######## design 1 ########
Fig. 1: design 1, signal wires by layer
Scale bar: 20 um.
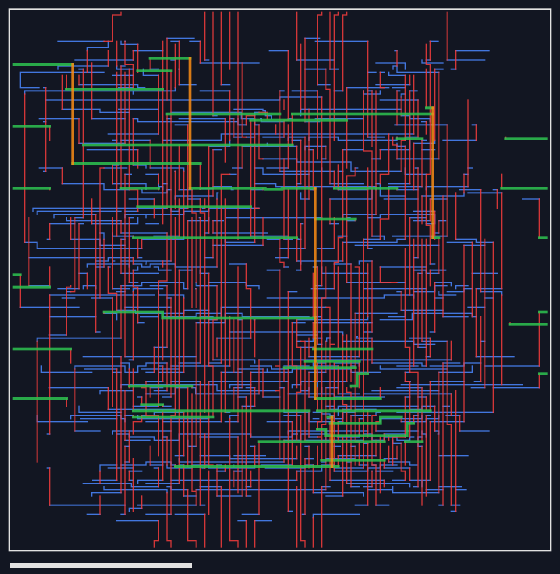

### src/rtl/mem_stream_reader_if.sv
// Bundle of the burst-control, memory-read and output-stream signals of
// mem_stream_reader. The master modport is the reader's view and the slave
// modport is the view of the surrounding logic (requester, memory, consumer).
interface mem_stream_reader_if #(
  parameter int ADDR_WIDTH = 4,
  parameter int DATA_WIDTH = 8
);
  // Burst control
  logic                  start;
  logic [ADDR_WIDTH-1:0] base_addr;
  logic [ADDR_WIDTH:0]   count;
  logic                  busy;
  logic                  done;
  // Memory read port (one-cycle read latency)
  logic                  mem_r_en;
  logic [ADDR_WIDTH-1:0] mem_r_addr;
  logic [DATA_WIDTH-1:0] mem_r_data;
  // Output stream
  logic [DATA_WIDTH-1:0] m_data;
  logic                  m_valid;
  logic                  m_ready;

  modport master (
    input  start, base_addr, count, mem_r_data, m_ready,
    output busy, done, mem_r_en, mem_r_addr, m_data, m_valid
  );

  modport slave (
    output start, base_addr, count, mem_r_data, m_ready,
    input  busy, done, mem_r_en, mem_r_addr, m_data, m_valid
  );
endinterface

### src/rtl/mem_stream_reader.sv
// Reads a burst of consecutive words from a one-cycle-latency memory and
// streams them out through a two-entry FIFO with valid/ready flow control.
// Addresses wrap modulo 2^ADDR_WIDTH; bursts longer than the memory are
// clamped to one full pass. Reads are throttled so that the words already
// buffered plus the read in flight never exceed the FIFO depth.
module mem_stream_reader #(
  parameter int ADDR_WIDTH = 4,
  parameter int DATA_WIDTH = 8
) (
  input  logic                 clk,
  input  logic                 rst,
  mem_stream_reader_if.master  bus
);

  localparam logic [ADDR_WIDTH:0]   MAX_COUNT = (ADDR_WIDTH+1)'(2**ADDR_WIDTH);
  localparam logic [ADDR_WIDTH:0]   ONE_COUNT = (ADDR_WIDTH+1)'(1);
  localparam logic [ADDR_WIDTH-1:0] ONE_ADDR  = ADDR_WIDTH'(1);

  typedef enum logic [1:0] {
    ST_IDLE,
    ST_READ,
    ST_DRAIN
  } state_t;

  state_t                state_q, state_d;
  logic [ADDR_WIDTH-1:0] addr_q, addr_d;
  logic [ADDR_WIDTH:0]   rem_q, rem_d;
  logic                  done_q, done_d;
  logic                  rd_pending_q;

  // Two-entry output FIFO: head drives the stream, tail holds the spare word
  logic                  head_valid_q, tail_valid_q;
  logic [DATA_WIDTH-1:0] head_data_q, tail_data_q;

  logic                  rd_en;
  logic                  pop;
  logic                  push;
  logic                  last_pop;
  logic [1:0]            occ_next;
  logic [ADDR_WIDTH:0]   clamped_count;

  // Stream handshake, capture of returning read data and FIFO accounting
  assign pop      = head_valid_q & bus.m_ready;
  assign push     = rd_pending_q;
  assign occ_next = {1'b0, head_valid_q} + {1'b0, tail_valid_q}
                  + {1'b0, rd_pending_q} - {1'b0, pop};
  // The word leaving is the only one left anywhere in the pipe
  assign last_pop = pop & ~tail_valid_q & ~rd_pending_q;
  assign clamped_count = (bus.count > MAX_COUNT) ? MAX_COUNT : bus.count;

  // Next-state, read issue and counter updates
  always_comb begin
    // NOTE: every signal gets a default before the case so no path can
    // leave one unassigned and turn it into a latch.
    state_d = state_q;
    addr_d  = addr_q;
    rem_d   = rem_q;
    done_d  = 1'b0;
    rd_en   = 1'b0;
    case (state_q)
      ST_IDLE: begin
        if (bus.start) begin
          if (bus.count == '0) begin
            done_d = 1'b1;
          end else begin
            state_d = ST_READ;
            addr_d  = bus.base_addr;
            rem_d   = clamped_count;
          end
        end
      end
      ST_READ: begin
        rd_en = (rem_q != '0) && (occ_next < 2'd2);
        if (rd_en) begin
          addr_d = addr_q + ONE_ADDR;
          rem_d  = rem_q - ONE_COUNT;
          if (rem_q == ONE_COUNT) begin
            state_d = ST_DRAIN;
          end
        end
      end
      ST_DRAIN: begin
        if (last_pop) begin
          state_d = ST_IDLE;
          done_d  = 1'b1;
        end
      end
      default: state_d = ST_IDLE;
    endcase
  end

  // Control state register with synchronous active-low reset
  always_ff @(posedge clk) begin
    // NOTE: state registers use non-blocking assignments so every flop
    // samples the pre-edge values regardless of block evaluation order.
    if (!rst) begin
      state_q      <= ST_IDLE;
      addr_q       <= '0;
      rem_q        <= '0;
      done_q       <= 1'b0;
      rd_pending_q <= 1'b0;
    end else begin
      state_q      <= state_d;
      addr_q       <= addr_d;
      rem_q        <= rem_d;
      done_q       <= done_d;
      rd_pending_q <= rd_en;
    end
  end

  // Output FIFO: append the word returned by last cycle's read, drop the head on handshake
  always_ff @(posedge clk) begin
    if (!rst) begin
      head_valid_q <= 1'b0;
      tail_valid_q <= 1'b0;
      head_data_q  <= '0;
      // NOTE: tail_data_q is deliberately not reset; tail_valid_q qualifies it.
    end else begin
      case ({pop, push})
        2'b01: begin
          if (!head_valid_q) begin
            head_valid_q <= 1'b1;
            head_data_q  <= bus.mem_r_data;
          end else begin
            tail_valid_q <= 1'b1;
            tail_data_q  <= bus.mem_r_data;
          end
        end
        2'b10: begin
          head_valid_q <= tail_valid_q;
          if (tail_valid_q) begin
            head_data_q <= tail_data_q;
          end
          tail_valid_q <= 1'b0;
        end
        2'b11: begin
          if (tail_valid_q) begin
            head_data_q <= tail_data_q;
            tail_data_q <= bus.mem_r_data;
          end else begin
            head_data_q <= bus.mem_r_data;
          end
        end
        default: ;
      endcase
    end
  end

  // Outputs: reads are combinational, everything else comes straight from flops
  assign bus.mem_r_en   = rd_en;
  assign bus.mem_r_addr = rd_en ? addr_q : '0;
  assign bus.busy       = (state_q != ST_IDLE);
  assign bus.done       = done_q;
  assign bus.m_valid    = head_valid_q;
  assign bus.m_data     = head_data_q;

endmodule

### src/flat_wrapper.sv
// flat-port wrapper written by rule: the top's interface ports become plain ports
module mem_stream_reader_flat 
#(
  parameter int ADDR_WIDTH = 4,
  parameter int DATA_WIDTH = 8
)
  (clk, rst, bus_start, bus_base_addr, bus_count, bus_mem_r_data, bus_m_ready, bus_busy, bus_done, bus_mem_r_en, bus_mem_r_addr, bus_m_data, bus_m_valid);
  mem_stream_reader_if #(.ADDR_WIDTH(ADDR_WIDTH), .DATA_WIDTH(DATA_WIDTH)) bus_i ();
  input  logic clk;
  input  logic rst;
  input wire logic [$bits(bus_i.start)-1:0] bus_start;
  input wire logic [$bits(bus_i.base_addr)-1:0] bus_base_addr;
  input wire logic [$bits(bus_i.count)-1:0] bus_count;
  input wire logic [$bits(bus_i.mem_r_data)-1:0] bus_mem_r_data;
  input wire logic [$bits(bus_i.m_ready)-1:0] bus_m_ready;
  output wire logic [$bits(bus_i.busy)-1:0] bus_busy;
  output wire logic [$bits(bus_i.done)-1:0] bus_done;
  output wire logic [$bits(bus_i.mem_r_en)-1:0] bus_mem_r_en;
  output wire logic [$bits(bus_i.mem_r_addr)-1:0] bus_mem_r_addr;
  output wire logic [$bits(bus_i.m_data)-1:0] bus_m_data;
  output wire logic [$bits(bus_i.m_valid)-1:0] bus_m_valid;
  assign bus_i.start = bus_start;
  assign bus_i.base_addr = bus_base_addr;
  assign bus_i.count = bus_count;
  assign bus_i.mem_r_data = bus_mem_r_data;
  assign bus_i.m_ready = bus_m_ready;
  assign bus_busy = bus_i.busy;
  assign bus_done = bus_i.done;
  assign bus_mem_r_en = bus_i.mem_r_en;
  assign bus_mem_r_addr = bus_i.mem_r_addr;
  assign bus_m_data = bus_i.m_data;
  assign bus_m_valid = bus_i.m_valid;
  mem_stream_reader #(.ADDR_WIDTH(ADDR_WIDTH), .DATA_WIDTH(DATA_WIDTH)) u_core (.clk(clk), .rst(rst), .bus(bus_i));
endmodule
### config.mk
export PLATFORM = sky130hd
export DESIGN_NAME = mem_stream_reader_flat
export DESIGN_NICKNAME = d
export VERILOG_FILES = /design/src/rtl/mem_stream_reader_if.sv /design/src/rtl/mem_stream_reader.sv /design/src/flat_wrapper.sv
export SDC_FILE = /design/constraint.sdc
export NUM_CORES = 1
export LEC_CHECK = 0
export CORE_UTILIZATION = 55
export CTS_BUF_LIST = sky130_fd_sc_hd__clkbuf_2 sky130_fd_sc_hd__clkbuf_4 sky130_fd_sc_hd__clkbuf_8
export CTS_CLUSTER_SIZE = 8
export DETAILED_ROUTE_END_ITERATION = 16
export GPL_TIMING_DRIVEN = 0
export PLACE_DENSITY = 0.86
export SYNTH_ARGS = -nofsm -noshare
export SYNTH_HDL_FRONTEND = slang
export SYNTH_SLANG_ARGS = --single-unit
### constraint.sdc
create_clock -name clk -period 7.1 [get_ports clk]
set_input_delay 1.775 -clock clk [delete_from_list [all_inputs] [get_ports clk]]
set_output_delay 1.775 -clock clk [all_outputs]
set_load 0.02 [all_outputs]
######## design 2 ########
**config.mk**
```make
export PLATFORM = sky130hd
export DESIGN_NAME = spi_master
export DESIGN_NICKNAME = d
export VERILOG_FILES = /design/src/rtl/spi_master.sv
export SDC_FILE = /design/constraint.sdc
export NUM_CORES = 1
export LEC_CHECK = 0
export ABC_AREA = 1
export ABC_CLOCK_PERIOD_IN_PS = 2700
export CAP_MARGIN = 15
export CORE_MARGIN = 2
export CORE_UTILIZATION = 45
export DETAILED_ROUTE_END_ITERATION = 10
export GPL_TIMING_DRIVEN = 0
export PLACE_DENSITY = 0.67
export SLEW_MARGIN = 20
export SYNTH_ARGS = -nofsm -noshare
export SYNTH_HDL_FRONTEND = slang
export SYNTH_SLANG_ARGS = --single-unit
```
**constraint.sdc**
```tcl
create_clock -name clk -period 2.7 [get_ports clk]
set_input_delay 0.405 -clock clk [delete_from_list [all_inputs] [get_ports clk]]
set_output_delay 0.405 -clock clk [all_outputs]
set_load 0.03 [all_outputs]
```
**src/rtl/spi_master.sv**
```systemverilog
// Single-slave SPI master: one DATA_WIDTH-bit full-duplex frame per accepted start,
// configurable clock divider and SPI mode (CPOL/CPHA), all pin outputs registered.
module spi_master #(
  parameter int CLK_FREQ   = 50_000_000,
  parameter int SPI_FREQ   = 5_000_000,
  parameter int DATA_WIDTH = 8,
  parameter int CPOL       = 0,
  parameter int CPHA       = 0
) (
  input  logic                  clk,
  input  logic                  arstn,
  input  logic                  start,
  input  logic [DATA_WIDTH-1:0] data_send,
  input  logic                  miso,
  output logic                  sclk,
  output logic                  csn,
  output logic                  mosi,
  output logic                  busy,
  output logic                  spi_done,
  output logic [DATA_WIDTH-1:0] data_recv
);

  localparam int   HALF     = CLK_FREQ / (2 * SPI_FREQ);
  localparam int   HW       = (HALF > 2) ? $clog2(HALF) : 1;
  localparam int   EDGES    = 2 * DATA_WIDTH;
  localparam int   EW       = $clog2(EDGES);
  localparam logic IDLE_LVL = (CPOL != 0);

  generate
    if (HALF < 2) begin : g_bad_half
      $error("spi_master: CLK_FREQ/(2*SPI_FREQ) must be at least 2");
    end
    if (DATA_WIDTH < 2) begin : g_bad_width
      $error("spi_master: DATA_WIDTH must be at least 2");
    end
  endgenerate

  typedef enum logic [2:0] {
    S_IDLE,
    S_SETUP,
    S_XFER,
    S_HOLD,
    S_DONE
  } state_t;

  state_t                state;
  state_t                next_state;
  logic [HW-1:0]         hcnt;
  logic [EW-1:0]         edge_cnt;
  logic [DATA_WIDTH-1:0] tx_sreg;
  logic [DATA_WIDTH-1:0] rx_sreg;
  logic                  sample_q;

  logic half_end;
  logic last_edge;
  logic enter_first;
  logic enter_next;
  logic next_odd;
  logic sample_now;
  logic shift_now;
  logic accept;

  logic csn_d;
  logic sclk_d;
  logic mosi_d;
  logic done_d;

  assign half_end  = (hcnt == HW'(HALF - 1));
  assign last_edge = (edge_cnt == EW'(EDGES - 1));
  assign accept    = (state == S_IDLE) && start;
  assign busy      = (state != S_IDLE);

  // Edge bookkeeping is expressed as "entering half-period n" of XFER; n = 0 is
  // entered from SETUP, every later n from the previous half-period.
  assign enter_first = (state == S_SETUP) && half_end;
  assign enter_next  = (state == S_XFER) && half_end && !last_edge;
  assign next_odd    = ~edge_cnt[0];

  generate
    if (CPHA == 0) begin : g_cpha0
      assign sample_now = enter_first || (enter_next && !next_odd);
      assign shift_now  = enter_next && next_odd && (edge_cnt != EW'(EDGES - 2));
    end else begin : g_cpha1
      assign sample_now = enter_next && next_odd;
      assign shift_now  = enter_next && !next_odd;
    end
  endgenerate

  // NOTE: every clocked process uses non-blocking assignments so all registers
  // update from the same pre-edge values regardless of process order.
  always_ff @(posedge clk or negedge arstn) begin
    if (!arstn) begin
      state <= S_IDLE;
    end else begin
      state <= next_state;
    end
  end

  always_comb begin
    next_state = state;
    case (state)
      S_IDLE:  if (start)                 next_state = S_SETUP;
      S_SETUP: if (half_end)              next_state = S_XFER;
      S_XFER:  if (half_end && last_edge) next_state = S_HOLD;
      S_HOLD:  if (half_end)              next_state = S_DONE;
      S_DONE:  if (half_end)              next_state = S_IDLE;
      default:                            next_state = S_IDLE;
    endcase
  end

  // NOTE: counters and shift registers are reset too, so an aborted frame
  // leaves no residue that could leak into the next one.
  always_ff @(posedge clk or negedge arstn) begin
    if (!arstn) begin
      hcnt     <= '0;
      edge_cnt <= '0;
      tx_sreg  <= '0;
      rx_sreg  <= '0;
      sample_q <= 1'b0;
    end else begin
      if (state == S_IDLE || half_end) hcnt <= '0;
      else                             hcnt <= hcnt + 1'b1;

      if (state != S_XFER)  edge_cnt <= '0;
      else if (half_end)    edge_cnt <= last_edge ? '0 : edge_cnt + 1'b1;

      if (accept)         tx_sreg <= data_send;
      else if (shift_now) tx_sreg <= tx_sreg << 1;

      // Sampling is delayed one cycle so it lands on the registered sclk edge.
      sample_q <= sample_now;
      if (accept)        rx_sreg <= '0;
      else if (sample_q) rx_sreg <= {rx_sreg[DATA_WIDTH-2:0], miso};
    end
  end

  // NOTE: each output gets a default before the case so no path infers a latch.
  always_comb begin
    csn_d  = 1'b1;
    sclk_d = IDLE_LVL;
    mosi_d = 1'b0;
    done_d = 1'b0;
    case (state)
      S_IDLE: begin
        csn_d = 1'b1;
      end
      S_SETUP: begin
        csn_d  = 1'b0;
        mosi_d = (CPHA == 0) ? tx_sreg[DATA_WIDTH-1] : 1'b0;
      end
      S_XFER: begin
        csn_d  = 1'b0;
        sclk_d = IDLE_LVL ^ ~edge_cnt[0];
        mosi_d = tx_sreg[DATA_WIDTH-1];
      end
      S_HOLD: begin
        csn_d  = 1'b0;
        mosi_d = tx_sreg[DATA_WIDTH-1];
      end
      S_DONE: begin
        csn_d  = 1'b1;
        done_d = (hcnt == '0);
      end
      default: begin
        csn_d = 1'b1;
      end
    endcase
  end

  always_ff @(posedge clk or negedge arstn) begin
    if (!arstn) begin
      csn       <= 1'b1;
      sclk      <= IDLE_LVL;
      mosi      <= 1'b0;
      spi_done  <= 1'b0;
      data_recv <= '0;
    end else begin
      csn      <= csn_d;
      sclk     <= sclk_d;
      mosi     <= mosi_d;
      spi_done <= done_d;
      if (done_d) data_recv <= rx_sreg;
    end
  end

endmodule

```
######## design 3 ########
===== src/rtl/mem_arbiter.sv =====
`default_nettype none
// mem_arbiter: two-master arbiter onto one shared memory port; IDLE -> ACCESS -> RESP.
// Define MEM_ARBITER_RR_EN for round-robin grants; otherwise m0 has fixed priority.
module mem_arbiter #(
  parameter int WIDTH      = 32,
  parameter int ADDR_WIDTH = 16
) (
  input  logic                  clk,
  input  logic                  reset,
  input  logic                  m0_req,
  input  logic                  m0_we,
  input  logic [1:0]            m0_mode,
  input  logic [ADDR_WIDTH-1:0] m0_addr,
  input  logic [WIDTH-1:0]      m0_wdata,
  output logic                  m0_ack,
  input  logic                  m1_req,
  input  logic                  m1_we,
  input  logic [1:0]            m1_mode,
  input  logic [ADDR_WIDTH-1:0] m1_addr,
  input  logic [WIDTH-1:0]      m1_wdata,
  output logic                  m1_ack,
  output logic [WIDTH-1:0]      rdata,
  output logic                  err,
  output logic                  busy,
  output logic                  mem_write,
  output logic [1:0]            mem_mode,
  output logic [ADDR_WIDTH-1:0] mem_addr,
  output logic [WIDTH-1:0]      mem_wdata,
  input  logic [WIDTH-1:0]      mem_rdata
);

  typedef enum logic [1:0] {
    S_IDLE   = 2'd0,
    S_ACCESS = 2'd1,
    S_RESP   = 2'd2
  } state_t;

  state_t                  r_state, w_next;
  logic                    r_sel, r_we, r_rej;
  logic [1:0]              r_mode;
  logic [ADDR_WIDTH-1:0]   r_addr;
  logic [WIDTH-1:0]        r_wdata, r_rdata;

  logic                    w_grant, w_sel, w_we, w_rej, w_latch, w_access;
  logic [1:0]              w_mode;
  logic [ADDR_WIDTH-1:0]   w_addr;
  logic [WIDTH-1:0]        w_wdata;

  assign w_grant = m0_req | m1_req;
  assign w_latch = (r_state == S_IDLE) && w_grant;

`ifdef MEM_ARBITER_RR_EN
  logic r_last;  // 1 = m1 was granted last

  assign w_sel = (m0_req && m1_req) ? ~r_last : m1_req;

  always_ff @(posedge clk) begin
    if (reset)        r_last <= 1'b1;
    else if (w_latch) r_last <= w_sel;
  end
`else
  assign w_sel = ~m0_req;
`endif

  assign w_we    = w_sel ? m1_we    : m0_we;
  assign w_mode  = w_sel ? m1_mode  : m0_mode;
  assign w_addr  = w_sel ? m1_addr  : m0_addr;
  assign w_wdata = w_sel ? m1_wdata : m0_wdata;

  // Bad mode, misaligned word, or sub-word write: never reaches memory.
  assign w_rej = (w_mode == 2'b11) ||
                 ((w_mode == 2'b00) && (w_addr[1:0] != 2'b00)) ||
                 (w_we && (w_mode != 2'b00));

  always_ff @(posedge clk) begin
    if (reset) r_state <= S_IDLE;
    else       r_state <= w_next;
  end

  always_comb begin
    w_next = r_state;
    case (r_state)
      S_IDLE:   if (w_grant) w_next = S_ACCESS;
      S_ACCESS: w_next = S_RESP;
      S_RESP:   w_next = S_IDLE;
      default:  w_next = S_IDLE;
    endcase
  end

  always_ff @(posedge clk) begin
    if (reset) begin
      r_sel   <= 1'b0;
      r_we    <= 1'b0;
      r_rej   <= 1'b0;
      r_mode  <= 2'b00;
      r_addr  <= '0;
      r_wdata <= '0;
    end else if (w_latch) begin
      r_sel   <= w_sel;
      r_we    <= w_we;
      r_rej   <= w_rej;
      r_mode  <= w_mode;
      r_addr  <= w_addr;
      r_wdata <= w_wdata;
    end
  end

  always_ff @(posedge clk) begin
    if (reset)                      r_rdata <= '0;
    else if (r_state == S_ACCESS)   r_rdata <= (r_we || r_rej) ? '0 : mem_rdata;
  end

  assign w_access  = (r_state == S_ACCESS);
  assign mem_write = w_access & r_we & ~r_rej;
  assign mem_mode  = w_access ? r_mode  : 2'b00;
  assign mem_addr  = w_access ? r_addr  : '0;
  assign mem_wdata = w_access ? r_wdata : '0;

  assign m0_ack = (r_state == S_RESP) & ~r_sel;
  assign m1_ack = (r_state == S_RESP) &  r_sel;
  assign err    = (r_state == S_RESP) &  r_rej;
  assign busy   = (r_state != S_IDLE);
  assign rdata  = r_rdata;

endmodule
`default_nettype wire


===== config.mk =====
export PLATFORM = sky130hd
export DESIGN_NAME = mem_arbiter
export DESIGN_NICKNAME = d
export VERILOG_FILES = /design/src/rtl/mem_arbiter.sv
export SDC_FILE = /design/constraint.sdc
export NUM_CORES = 1
export LEC_CHECK = 0
export CORE_UTILIZATION = 40
export CTS_CLUSTER_SIZE = 10
export DETAILED_ROUTE_END_ITERATION = 6
export PLACE_DENSITY = 0.94
export SLEW_MARGIN = 20
export SYNTH_ARGS = -nofsm -noshare
export SYNTH_HDL_FRONTEND = slang
export SYNTH_SLANG_ARGS = --single-unit

===== constraint.sdc =====
create_clock -name clk -period 3.7 [get_ports clk]
set_clock_uncertainty 0.1 [all_clocks]
set_input_delay 0.74 -clock clk [delete_from_list [all_inputs] [get_ports clk]]
set_output_delay 0.74 -clock clk [all_outputs]
set_load 0.01 [all_outputs]

######## design 4 ########
### src/rtl/stack_pkg.sv
// Shared definitions for the stack-pointer bank and the data-memory address mux:
// FSM encoding, default top page, and the context -> page / pointer mapping.
package stack_pkg;

    localparam logic [1:0] ST_IDLE       = 2'd0;
    localparam logic [1:0] ST_PUSH_ISSUE = 2'd1;
    localparam logic [1:0] ST_POP_WAIT   = 2'd2;

    localparam logic [7:0] TOP_PAGE_DEF  = 8'h2b;

    // Stacks grow downward in page space; callers truncate to PAGE_W (modulo wrap).
    function automatic int unsigned ctx_page(input int unsigned top_page, input int unsigned ctx);
        return top_page - ctx;
    endfunction

    function automatic int unsigned ctx_ptr_idx(input int unsigned ctx, input int unsigned num_ptr);
        return ctx % num_ptr;
    endfunction

endpackage

### src/rtl/stack_ptr_cell.sv
// Single saturating up/down stack pointer with clear; optional high watermark
// enabled by STACK_PTR_BANK_HWM_EN.
module stack_ptr_cell #(
    parameter int PTR_W = 8
) (
    input  logic             clk,
    input  logic             rst,
    input  logic             inc_i,
    input  logic             dec_i,
    input  logic             clr_i,
    output logic [PTR_W-1:0] ptr_o,
    output logic [PTR_W-1:0] hwm_o
);

    logic [PTR_W-1:0] ptr_q, ptr_d;

    // Clear wins over a pending decrement so an aborted pop does not move the pointer.
    always_comb begin
        ptr_d = ptr_q;
        if (clr_i)
            ptr_d = '0;
        else if (inc_i && (ptr_q != '1))
            ptr_d = ptr_q + PTR_W'(1);
        else if (dec_i && (ptr_q != '0))
            ptr_d = ptr_q - PTR_W'(1);
    end

    always_ff @(posedge clk or posedge rst) begin
        if (rst)
            ptr_q <= '0;
        else
            ptr_q <= ptr_d;
    end

    assign ptr_o = ptr_q;

`ifdef STACK_PTR_BANK_HWM_EN
    logic [PTR_W-1:0] hwm_q, hwm_d;

    always_comb begin
        hwm_d = hwm_q;
        if (clr_i)
            hwm_d = '0;
        else if (ptr_d > hwm_q)
            hwm_d = ptr_d;
    end

    always_ff @(posedge clk or posedge rst) begin
        if (rst)
            hwm_q <= '0;
        else
            hwm_q <= hwm_d;
    end

    assign hwm_o = hwm_q;
`else
    assign hwm_o = '0;
`endif

endmodule

### src/rtl/stack_ptr_bank.sv
// Stack-pointer bank: NUM_PTR pointers shared by NUM_CTX contexts, push/pop address
// sequencing and overflow/underflow reporting. Watermark via STACK_PTR_BANK_HWM_EN.
module stack_ptr_bank
    import stack_pkg::*;
#(
    parameter int                NUM_CTX  = 16,
    parameter int                NUM_PTR  = 4,
    parameter int                PTR_W    = 8,
    parameter int                PAGE_W   = 8,
    parameter logic [PAGE_W-1:0] TOP_PAGE = PAGE_W'(TOP_PAGE_DEF),
    localparam int               CTX_W    = (NUM_CTX > 1) ? $clog2(NUM_CTX) : 1,
    localparam int               ADDR_W   = PAGE_W + PTR_W
) (
    input  logic              clk,
    input  logic              rst,
    input  logic              req_valid_i,
    output logic              req_ready_o,
    input  logic              push_i,
    input  logic [CTX_W-1:0]  ctx_i,
    input  logic              clr_i,
    input  logic              mem_ack_i,
    output logic [ADDR_W-1:0] addr_o,
    output logic              addr_valid_o,
    output logic              addr_we_o,
    output logic              ovf_o,
    output logic              unf_o,
    output logic              ovf_sticky_o,
    output logic              unf_sticky_o,
    output logic [PTR_W-1:0]  hwm_o
);

    localparam int IDX_W = (NUM_PTR > 1) ? $clog2(NUM_PTR) : 1;

    logic [1:0]        state_q, state_d;
    logic [ADDR_W-1:0] addr_q, addr_d;
    logic              addr_valid_q, addr_valid_d;
    logic              addr_we_q, addr_we_d;
    logic [IDX_W-1:0]  act_idx_q, act_idx_d;
    logic [IDX_W-1:0]  last_idx_q, last_idx_d;
    logic              ovf_q, unf_q;
    logic              ovf_sticky_q, ovf_sticky_d;
    logic              unf_sticky_q, unf_sticky_d;

    logic [PTR_W-1:0]  ptr_val [NUM_PTR];
    logic [PTR_W-1:0]  hwm_val [NUM_PTR];

    logic              req_acc;
    logic [IDX_W-1:0]  req_idx;
    logic [PAGE_W-1:0] req_page;
    logic [PTR_W-1:0]  req_ptr;
    logic              push_ok, pop_ok, ovf_evt, unf_evt, dec_fire;

    assign req_acc  = req_valid_i && (state_q == ST_IDLE);
    assign req_idx  = IDX_W'(ctx_ptr_idx(32'(ctx_i), int'(NUM_PTR)));
    assign req_page = PAGE_W'(ctx_page(32'(TOP_PAGE), 32'(ctx_i)));
    assign req_ptr  = ptr_val[req_idx];

    assign push_ok  = req_acc &&  push_i && (req_ptr != '1);
    assign ovf_evt  = req_acc &&  push_i && (req_ptr == '1);
    assign pop_ok   = req_acc && !push_i && (req_ptr != '0);
    assign unf_evt  = req_acc && !push_i && (req_ptr == '0);
    assign dec_fire = (state_q == ST_POP_WAIT) && mem_ack_i;

    generate
        for (genvar gi = 0; gi < NUM_PTR; gi++) begin : g_ptr
            logic clr_this;
            // A request accepted in the same cycle owns its pointer; clear is suppressed there.
            assign clr_this = clr_i && (last_idx_q == IDX_W'(gi))
                              && !(req_acc && (req_idx == IDX_W'(gi)));

            stack_ptr_cell #(
                .PTR_W (PTR_W)
            ) u_cell (
                .clk   (clk),
                .rst   (rst),
                .inc_i (push_ok && (req_idx == IDX_W'(gi))),
                .dec_i (dec_fire && (act_idx_q == IDX_W'(gi))),
                .clr_i (clr_this),
                .ptr_o (ptr_val[gi]),
                .hwm_o (hwm_val[gi])
            );
        end
    endgenerate

    always_comb begin
        state_d      = state_q;
        addr_d       = '0;
        addr_valid_d = 1'b0;
        addr_we_d    = 1'b0;
        act_idx_d    = act_idx_q;
        last_idx_d   = last_idx_q;
        case (state_q)
            ST_IDLE: begin
                if (req_acc)
                    last_idx_d = req_idx;
                if (push_ok) begin
                    state_d      = ST_PUSH_ISSUE;
                    addr_d       = {req_page, req_ptr + PTR_W'(1)};
                    addr_valid_d = 1'b1;
                    addr_we_d    = 1'b1;
                end else if (pop_ok) begin
                    state_d      = ST_POP_WAIT;
                    addr_d       = {req_page, req_ptr};
                    addr_valid_d = 1'b1;
                    act_idx_d    = req_idx;
                end
            end
            ST_PUSH_ISSUE: state_d = ST_IDLE;
            ST_POP_WAIT: begin
                if (mem_ack_i) begin
                    state_d = ST_IDLE;
                end else begin
                    addr_d       = addr_q;
                    addr_valid_d = 1'b1;
                end
            end
            default: state_d = ST_IDLE;
        endcase
    end

    // A new overflow/underflow event beats a simultaneous clear.
    assign ovf_sticky_d = ovf_evt || (ovf_sticky_q && !clr_i);
    assign unf_sticky_d = unf_evt || (unf_sticky_q && !clr_i);

    always_ff @(posedge clk or posedge rst) begin
        if (rst) begin
            state_q      <= ST_IDLE;
            addr_q       <= '0;
            addr_valid_q <= 1'b0;
            addr_we_q    <= 1'b0;
            act_idx_q    <= '0;
            last_idx_q   <= '0;
            ovf_q        <= 1'b0;
            unf_q        <= 1'b0;
            ovf_sticky_q <= 1'b0;
            unf_sticky_q <= 1'b0;
        end else begin
            state_q      <= state_d;
            addr_q       <= addr_d;
            addr_valid_q <= addr_valid_d;
            addr_we_q    <= addr_we_d;
            act_idx_q    <= act_idx_d;
            last_idx_q   <= last_idx_d;
            ovf_q        <= ovf_evt;
            unf_q        <= unf_evt;
            ovf_sticky_q <= ovf_sticky_d;
            unf_sticky_q <= unf_sticky_d;
        end
    end

    assign req_ready_o  = (state_q == ST_IDLE);
    assign addr_o       = addr_q;
    assign addr_valid_o = addr_valid_q;
    assign addr_we_o    = addr_we_q;
    assign ovf_o        = ovf_q;
    assign unf_o        = unf_q;
    assign ovf_sticky_o = ovf_sticky_q;
    assign unf_sticky_o = unf_sticky_q;
    assign hwm_o        = hwm_val[last_idx_q];

endmodule

### config.mk
export PLATFORM = sky130hd
export DESIGN_NAME = stack_ptr_bank
export DESIGN_NICKNAME = d
export VERILOG_FILES = /design/src/rtl/stack_pkg.sv /design/src/rtl/stack_ptr_cell.sv /design/src/rtl/stack_ptr_bank.sv
export SDC_FILE = /design/constraint.sdc
export NUM_CORES = 1
export LEC_CHECK = 0
export CORE_MARGIN = 3
export CORE_UTILIZATION = 53
export CTS_BUF_LIST = sky130_fd_sc_hd__clkbuf_8 sky130_fd_sc_hd__clkbuf_16
export DETAILED_ROUTE_END_ITERATION = 8
export HOLD_SLACK_MARGIN = 0.06
export PLACE_DENSITY = 0.75
export SLEW_MARGIN = 15
export SYNTH_ARGS = -nofsm -noshare
export SYNTH_HDL_FRONTEND = slang
export SYNTH_SLANG_ARGS = --single-unit
### constraint.sdc
create_clock -name clk -period 4.2 [get_ports clk]
set_input_delay 0.63 -clock clk [delete_from_list [all_inputs] [get_ports clk]]
set_output_delay 0.63 -clock clk [all_outputs]
set_load 0.1 [all_outputs]
Fig. 2: design 4, supply network
Scale bar: 20 um. Pins as bars on the die edge.
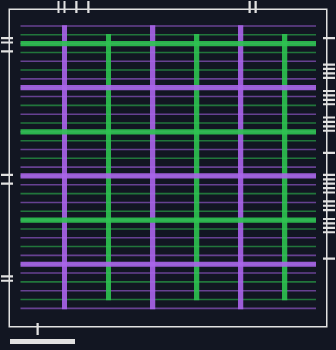
green -> VDD
purple -> VSS
signal pins = 41
met4 straps = 6
met1 rails = 33
rows = 32

==> results.json, design 4 <==
{
  "setup_tns_ns": 0,
  "buffer_area_share_pct": 10.3,
  "comb_share_pct": 52.4,
  "ys_sh_xor_pct": 1.78,
  "grt-ovfl-total": 0,
  "fin_skew_ns": 0.0126,
  "wl_met2_mm": 5.47,
  "status": "finished, final reports clean",
  "dr.max_layer_used": "met4",
  "yosysTopAreaCell": "dfrtp_1",
  "num_vias": 4049,
  "cp-end-kind": "flip-flop",
  "path_max_fanout": 7,
  "coreArea_um2": 7930,
  "path_clk_slew_ns": 0.07,
  "startpoint_type": "input pin",
  "setup_viol": 0,
  "p_total_mw": 3.92,
  "crit_chain": "clkdlybuf4s50_1 -> mux4_2 -> ha_1 -> and4_1 -> a21o_1 -> ha_1 -> and3_1 -> a221o_1 -> o41ai_1 -> buf_4 -> mux2i_2 -> mux2i_1",
  "hold_start": "unf_sticky_o$_DFF_PP0_",
  "post-cts-setup-buffers": 0,
  "die_y_um": 97.4,
  "utilization_pct": 65.6,
  "ys_area_um2": 4430,
  "clock_cell_area_share_pct": 4.33,
  "whs_path_depth": 1,
  "lay_top_cells": "dfrtp_1 (58), nand2_1 (39), o21ai_0 (32)"
}
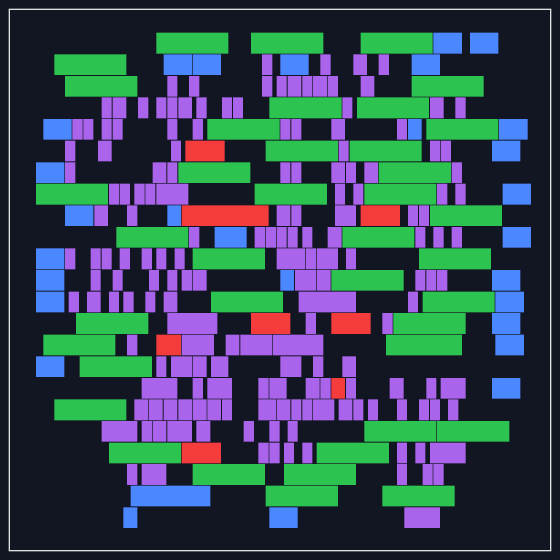
Fig. 3. Placed cells, one colour a class (design 2).
blue -> remaining buffers and delay cells  # cells 29
green -> sequential cells  # cells 39
purple -> combinational and other logic  # cells 172
red -> clock drivers and dummy loads  # cells 8

==> results.json, design 2 <==
{
  "top_regs": "data_recv x8, rx_sreg x8, tx_sreg x8",
  "num-multi-input-gates": 144,
  "clock_cell_area_share_pct": 4.92,
  "ys.warnings.count": 0,
  "cpLargestDelayFamily": "buffers and inverters",
  "seq_area_frac_synth_pct": 52.8,
  "max-vdd-ir-drop_mv": 0.459,
  "status": "finished, final reports clean",
  "fmax_mhz": 465,
  "grt-busiest-layer": "met2",
  "coreArea_um2": 3970,
  "yosys.area_share.simple_pct": 29.6,
  "cts_resized": 0,
  "die_area_um2": 4640,
  "use_met3_pct": 3.95,
  "synth_area_um2": 1850,
  "clk_root_buffer_cell": "clkbuf_8",
  "switching_share_pct": 39.1,
  "clock_buffers": 5,
  "crit_chain": "inv_1 -> nand2_1 -> clkdlybuf4s50_1",
  "yosys-top-cells-count": "nand2_1 (77), dfrtp_1 (38), inv_1 (27)",
  "maxSlewHeadroom_pct": 68.7,
  "seq_area_share_pct": 42.7
}
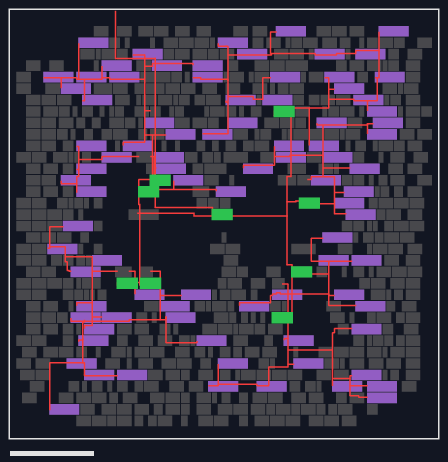
Fig. 4. Clock distribution (design 3).
Scale bar: 20 um.
purple -> flip-flops  # count 87
green -> clock drivers  # count 9
red -> clock wires  # length 942 um
routed clock nets = 10
flops lie = widely spread

Fig. 5: design 3, supply network
Scale bar: 20 um. Pins as bars on the die edge.
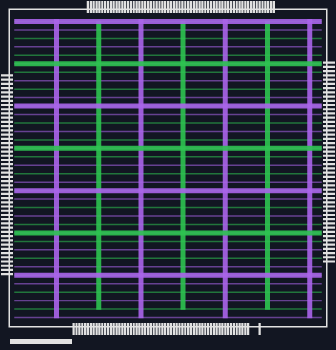
green -> VDD
purple -> VSS
met1 rails = 36
met4 straps = 7
rows = 35

==> results.json, design 3 <==
{
  "hpwl_mm": 8.76,
  "dr.max_layer_used": "met4",
  "top_area_cell_class": "buffers",
  "routed_wl_mm": 11.8,
  "seq_cells": 87,
  "dp_slack_ns": 0.888,
  "synthCells": 422,
  "fin_area_um2": 6370,
  "grt_pass1_wl_mm": 17.8,
  "internal_power_mw": 1.61,
  "hp-class": "flip-flop to flip-flop",
  "finalHoldViolations": 0,
  "tool_warnings": 28,
  "crit_type": "flip-flop to output port",
  "period_used_pct": 85.4,
  "synthFlopType": "dfxtp_1",
  "fmax_mhz": 317,
  "path_clk_slew_ns": 0.10,
  "gp_congestion": 0.780,
  "crit_path_max_incr_delay_ns": 0.57,
  "num_io_pins": 225,
  "use_met3_pct": 3.31,
  "cts_resized": 0,
  "status": "finished, final reports clean",
  "yosys-top-cells-count": "dfxtp_1 (87), nor2_1 (87), a211oi_1 (53)",
  "antenna_found_initial": 0,
  "nets": 761,
  "met3_length_um": 631,
  "place_area_um2": 6160,
  "dp_cells": 740,
  "crit_chain": "nor2b_2 -> buf_12 -> and2_1 -> clkdlybuf4s50_1",
  "route.detailed.drc": 0,
  "ys.warnings.count": 0,
  "yosys.area_share.simple_pct": 18.5,
  "setup_viol": 0,
  "ys_area_um2": 3970,
  "buffer_area_share_pct": 36.1,
  "topCellsByArea": "dfxtp_1 (44%), mux2i_1 (13%), a211oi_1 (10%), nor2_1 (8.2%), and2_1 (7.9%)",
  "signal_buffers": 230,
  "io_buffers": 224,
  "num-multi-input-gates": 293,
  "fin_crit_ns": 3.16,
  "p_clk_mw": 0.642,
  "tightest_slew_ns": 1.03,
  "ff2ff_setup_slack_ns": 1.66,
  "holdBufCountCts": 0,
  "powerDensity_nw_per_um2": 358,
  "final_layout_size_suffix_gt1_share_pct": 5.41,
  "clk_root_buffer_cell": "clkbuf_8",
  "seq_area_frac_synth_pct": 43.9,
  "clock_buffers": 9,
  "syn_area_per_cell_um2": 9.40,
  "logic_area_um2": 1970,
  "cp_slowest_cell": "nor2b_2",
  "synth_area_um2": 3970,
  "switching_share_pct": 29.4,
  "antenna_cells": 0,
  "mux_share_pct": 13.1,
  "ys_sh_xor_pct": 0,
  "whs_path_depth": 2,
  "syn2layout_area_growth_pct": 60.6
}
Fig. 6: design 1, placed cells, one colour a class
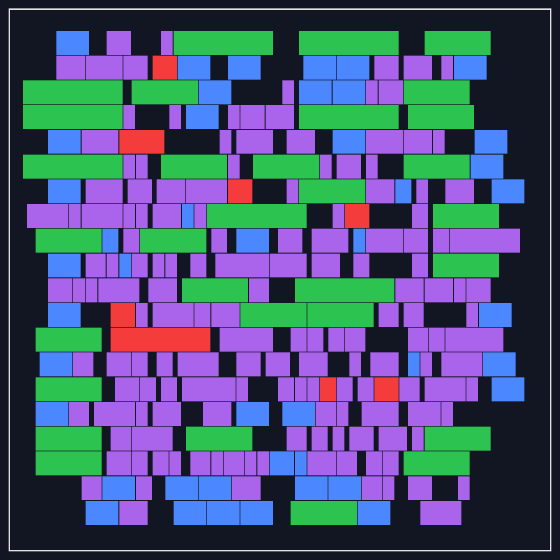
green -> sequential cells  # cells 31
purple -> combinational and other logic  # cells 155
red -> clock drivers and dummy loads  # cells 8
blue -> remaining buffers and delay cells  # cells 44

About Fig. 1:
blue -> metal 1  # wire length 1,890 um
red -> metal 2  # wire length 2,480 um
orange -> metal 4  # wire length 68.0 um
green -> metal 3  # wire length 371 um

==> results.json, design 1 <==
{
  "cp_slowest_cell": "clkdlybuf4s50_1",
  "num-fill-cells": 233,
  "clock_buffers": 6,
  "p_clk_mw": 0.150,
  "path_clk_slew_ns": 0.11,
  "antenna_cells": 0,
  "power-top-group": "registers",
  "powerDensity_nw_per_um2": 234,
  "comb-power_mw": 0.175,
  "ff2ff_setup_slack_ns": 4.39,
  "logic_family": "AND-OR/OR-AND gates",
  "cts_resized": 0,
  "dr.first_iter.drc_count": 87,
  "detail-route-antenna-nets": 0,
  "num-multi-input-gates": 145,
  "post-cts-setup-buffers": 0,
  "dieWidth_um": 59.4,
  "setup_tns_ns": 0,
  "ys.warnings.count": 0,
  "status": "finished, final reports clean",
  "clk_path_buf_depth": 2,
  "adder_share_pct": 6.91,
  "topCellsByArea": "dfxtp_1 (25%), edfxtp_1 (13%), ha_1 (6.9%), mux2_2 (5.0%), a311oi_1 (4.4%)",
  "num_io_pins": 37,
  "buffer_area_share_pct": 17.2,
  "grtUsageMet1_pct": 37.4,
  "coreArea_um2": 3080,
  "yosys.area_share.simple_pct": 19.6,
  "p_comb_share_pct": 32.3,
  "final_cells": 282,
  "p_leak_nw": 0.872,
  "tool_warnings": 31,
  "die_area_um2": 3530,
  "signal_buffers": 44,
  "hp-class": "flip-flop to flip-flop",
  "setup_slack_ns": 0.731,
  "route.detailed.drc": 0,
  "seq_area_frac_synth_pct": 38.7,
  "wire_per_inst_um": 17.0,
  "crit_chain": "clkdlybuf4s50_1 -> nand2_1 -> inv_1 -> ha_1 -> inv_1 -> ha_1 -> a21oi_2 -> xor2_2 -> and3_1 -> clkdlybuf4s50_1",
  "finalHoldViolations": 0,
  "max-vdd-ir-drop_mv": 0.167,
  "synth_area_um2": 1810,
  "dp_slack_ns": 0.772,
  "comb_share_pct": 44.8,
  "fin_crit_ns": 6.37,
  "place_area_um2": 2230,
  "cpLargestDelayFamily": "buffers and inverters",
  "n_all_inverters": 10,
  "cts-buffers-inserted": 5,
  "p_switching_mw": 0.182,
  "timing.rr.start": "u_core.bus.m_valid$_SDFFE_PN0P_",
  "fin_area_um2": 2310,
  "whs_path_depth": 2,
  "clk_root_buffer_cell": "clkbuf_4"
}


==> layout pictures side by side <==
Clock distribution.
Scale bar: 20 um.
panel A
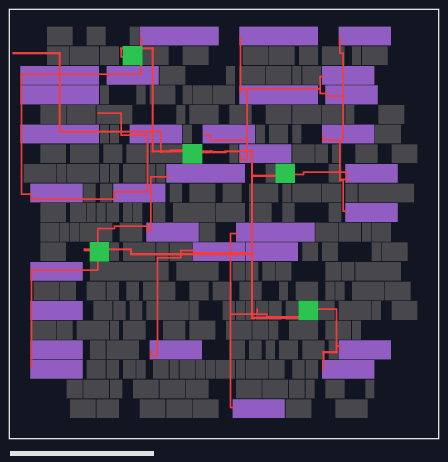
panel B
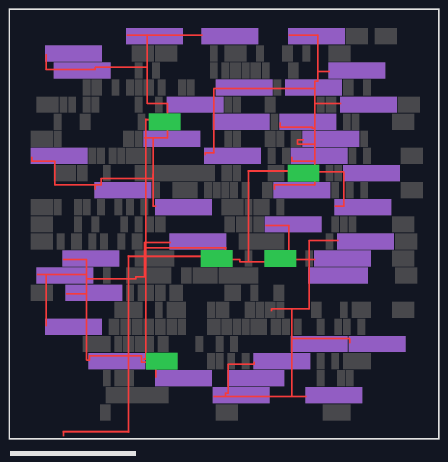
panel C
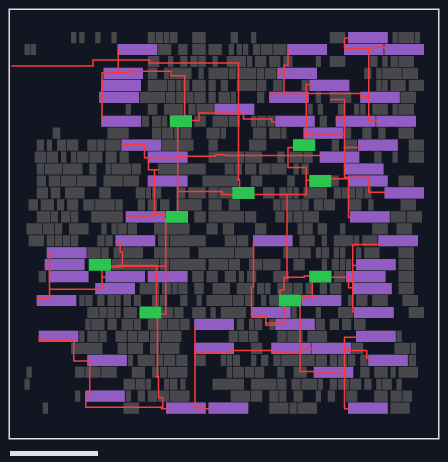
Of these, largest die: panel C
design 1 -> panel A
design 4 -> panel C
design 2 -> panel B


==> notes/layouts.md <==
Pictures saved along the way, in no particular order.

The clock network.
picture 1
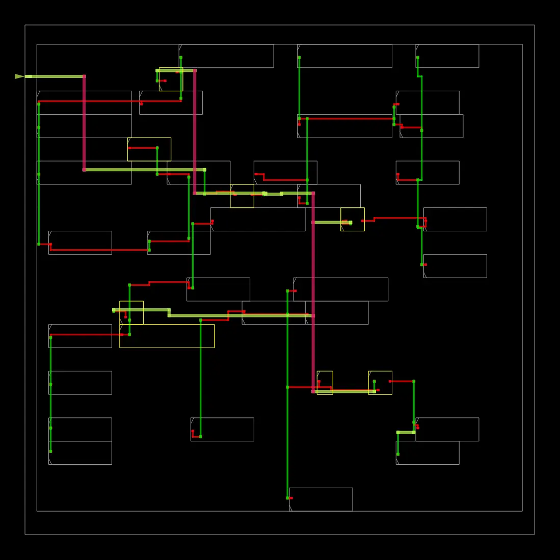
picture 2
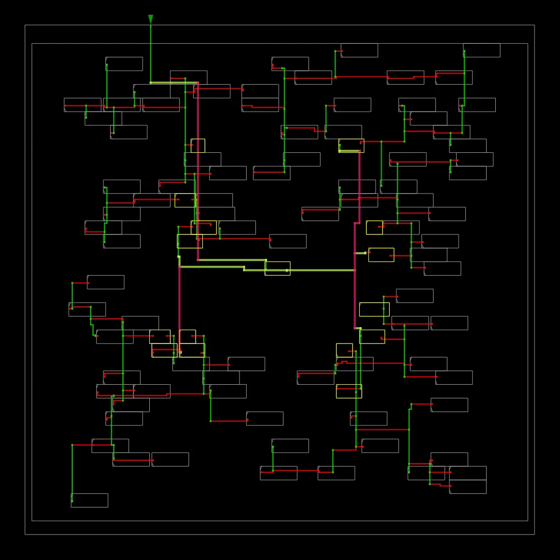
picture 3
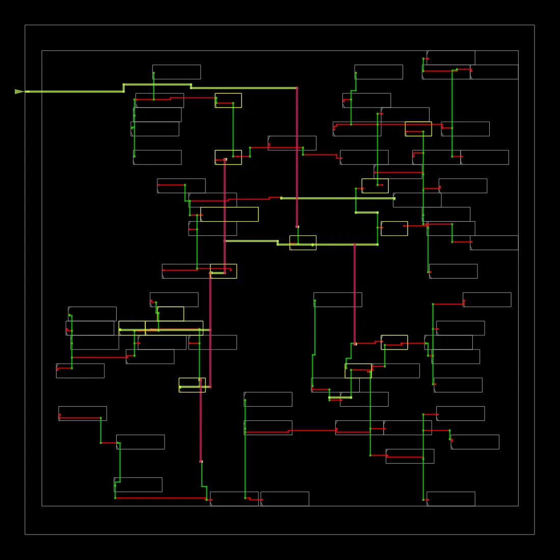
picture 4
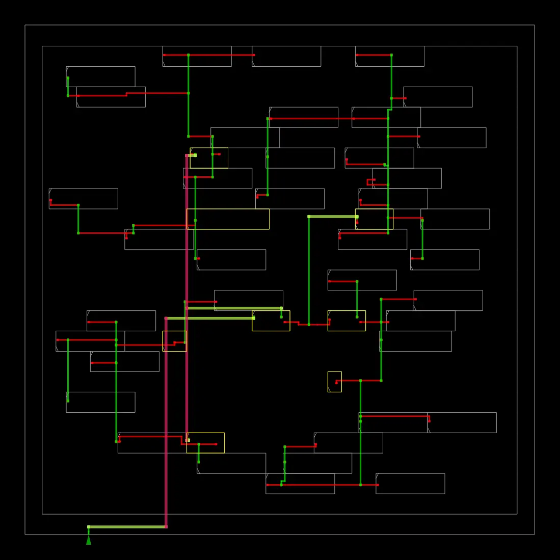
The one with the fewest sequential cells is picture 1.
The one with the most sequential cells is picture 2.
- design 1 = picture 1
- design 3 = picture 2
- design 2 = picture 4
- design 4 = picture 3

Power is estimated from default activity; no workload was simulated.
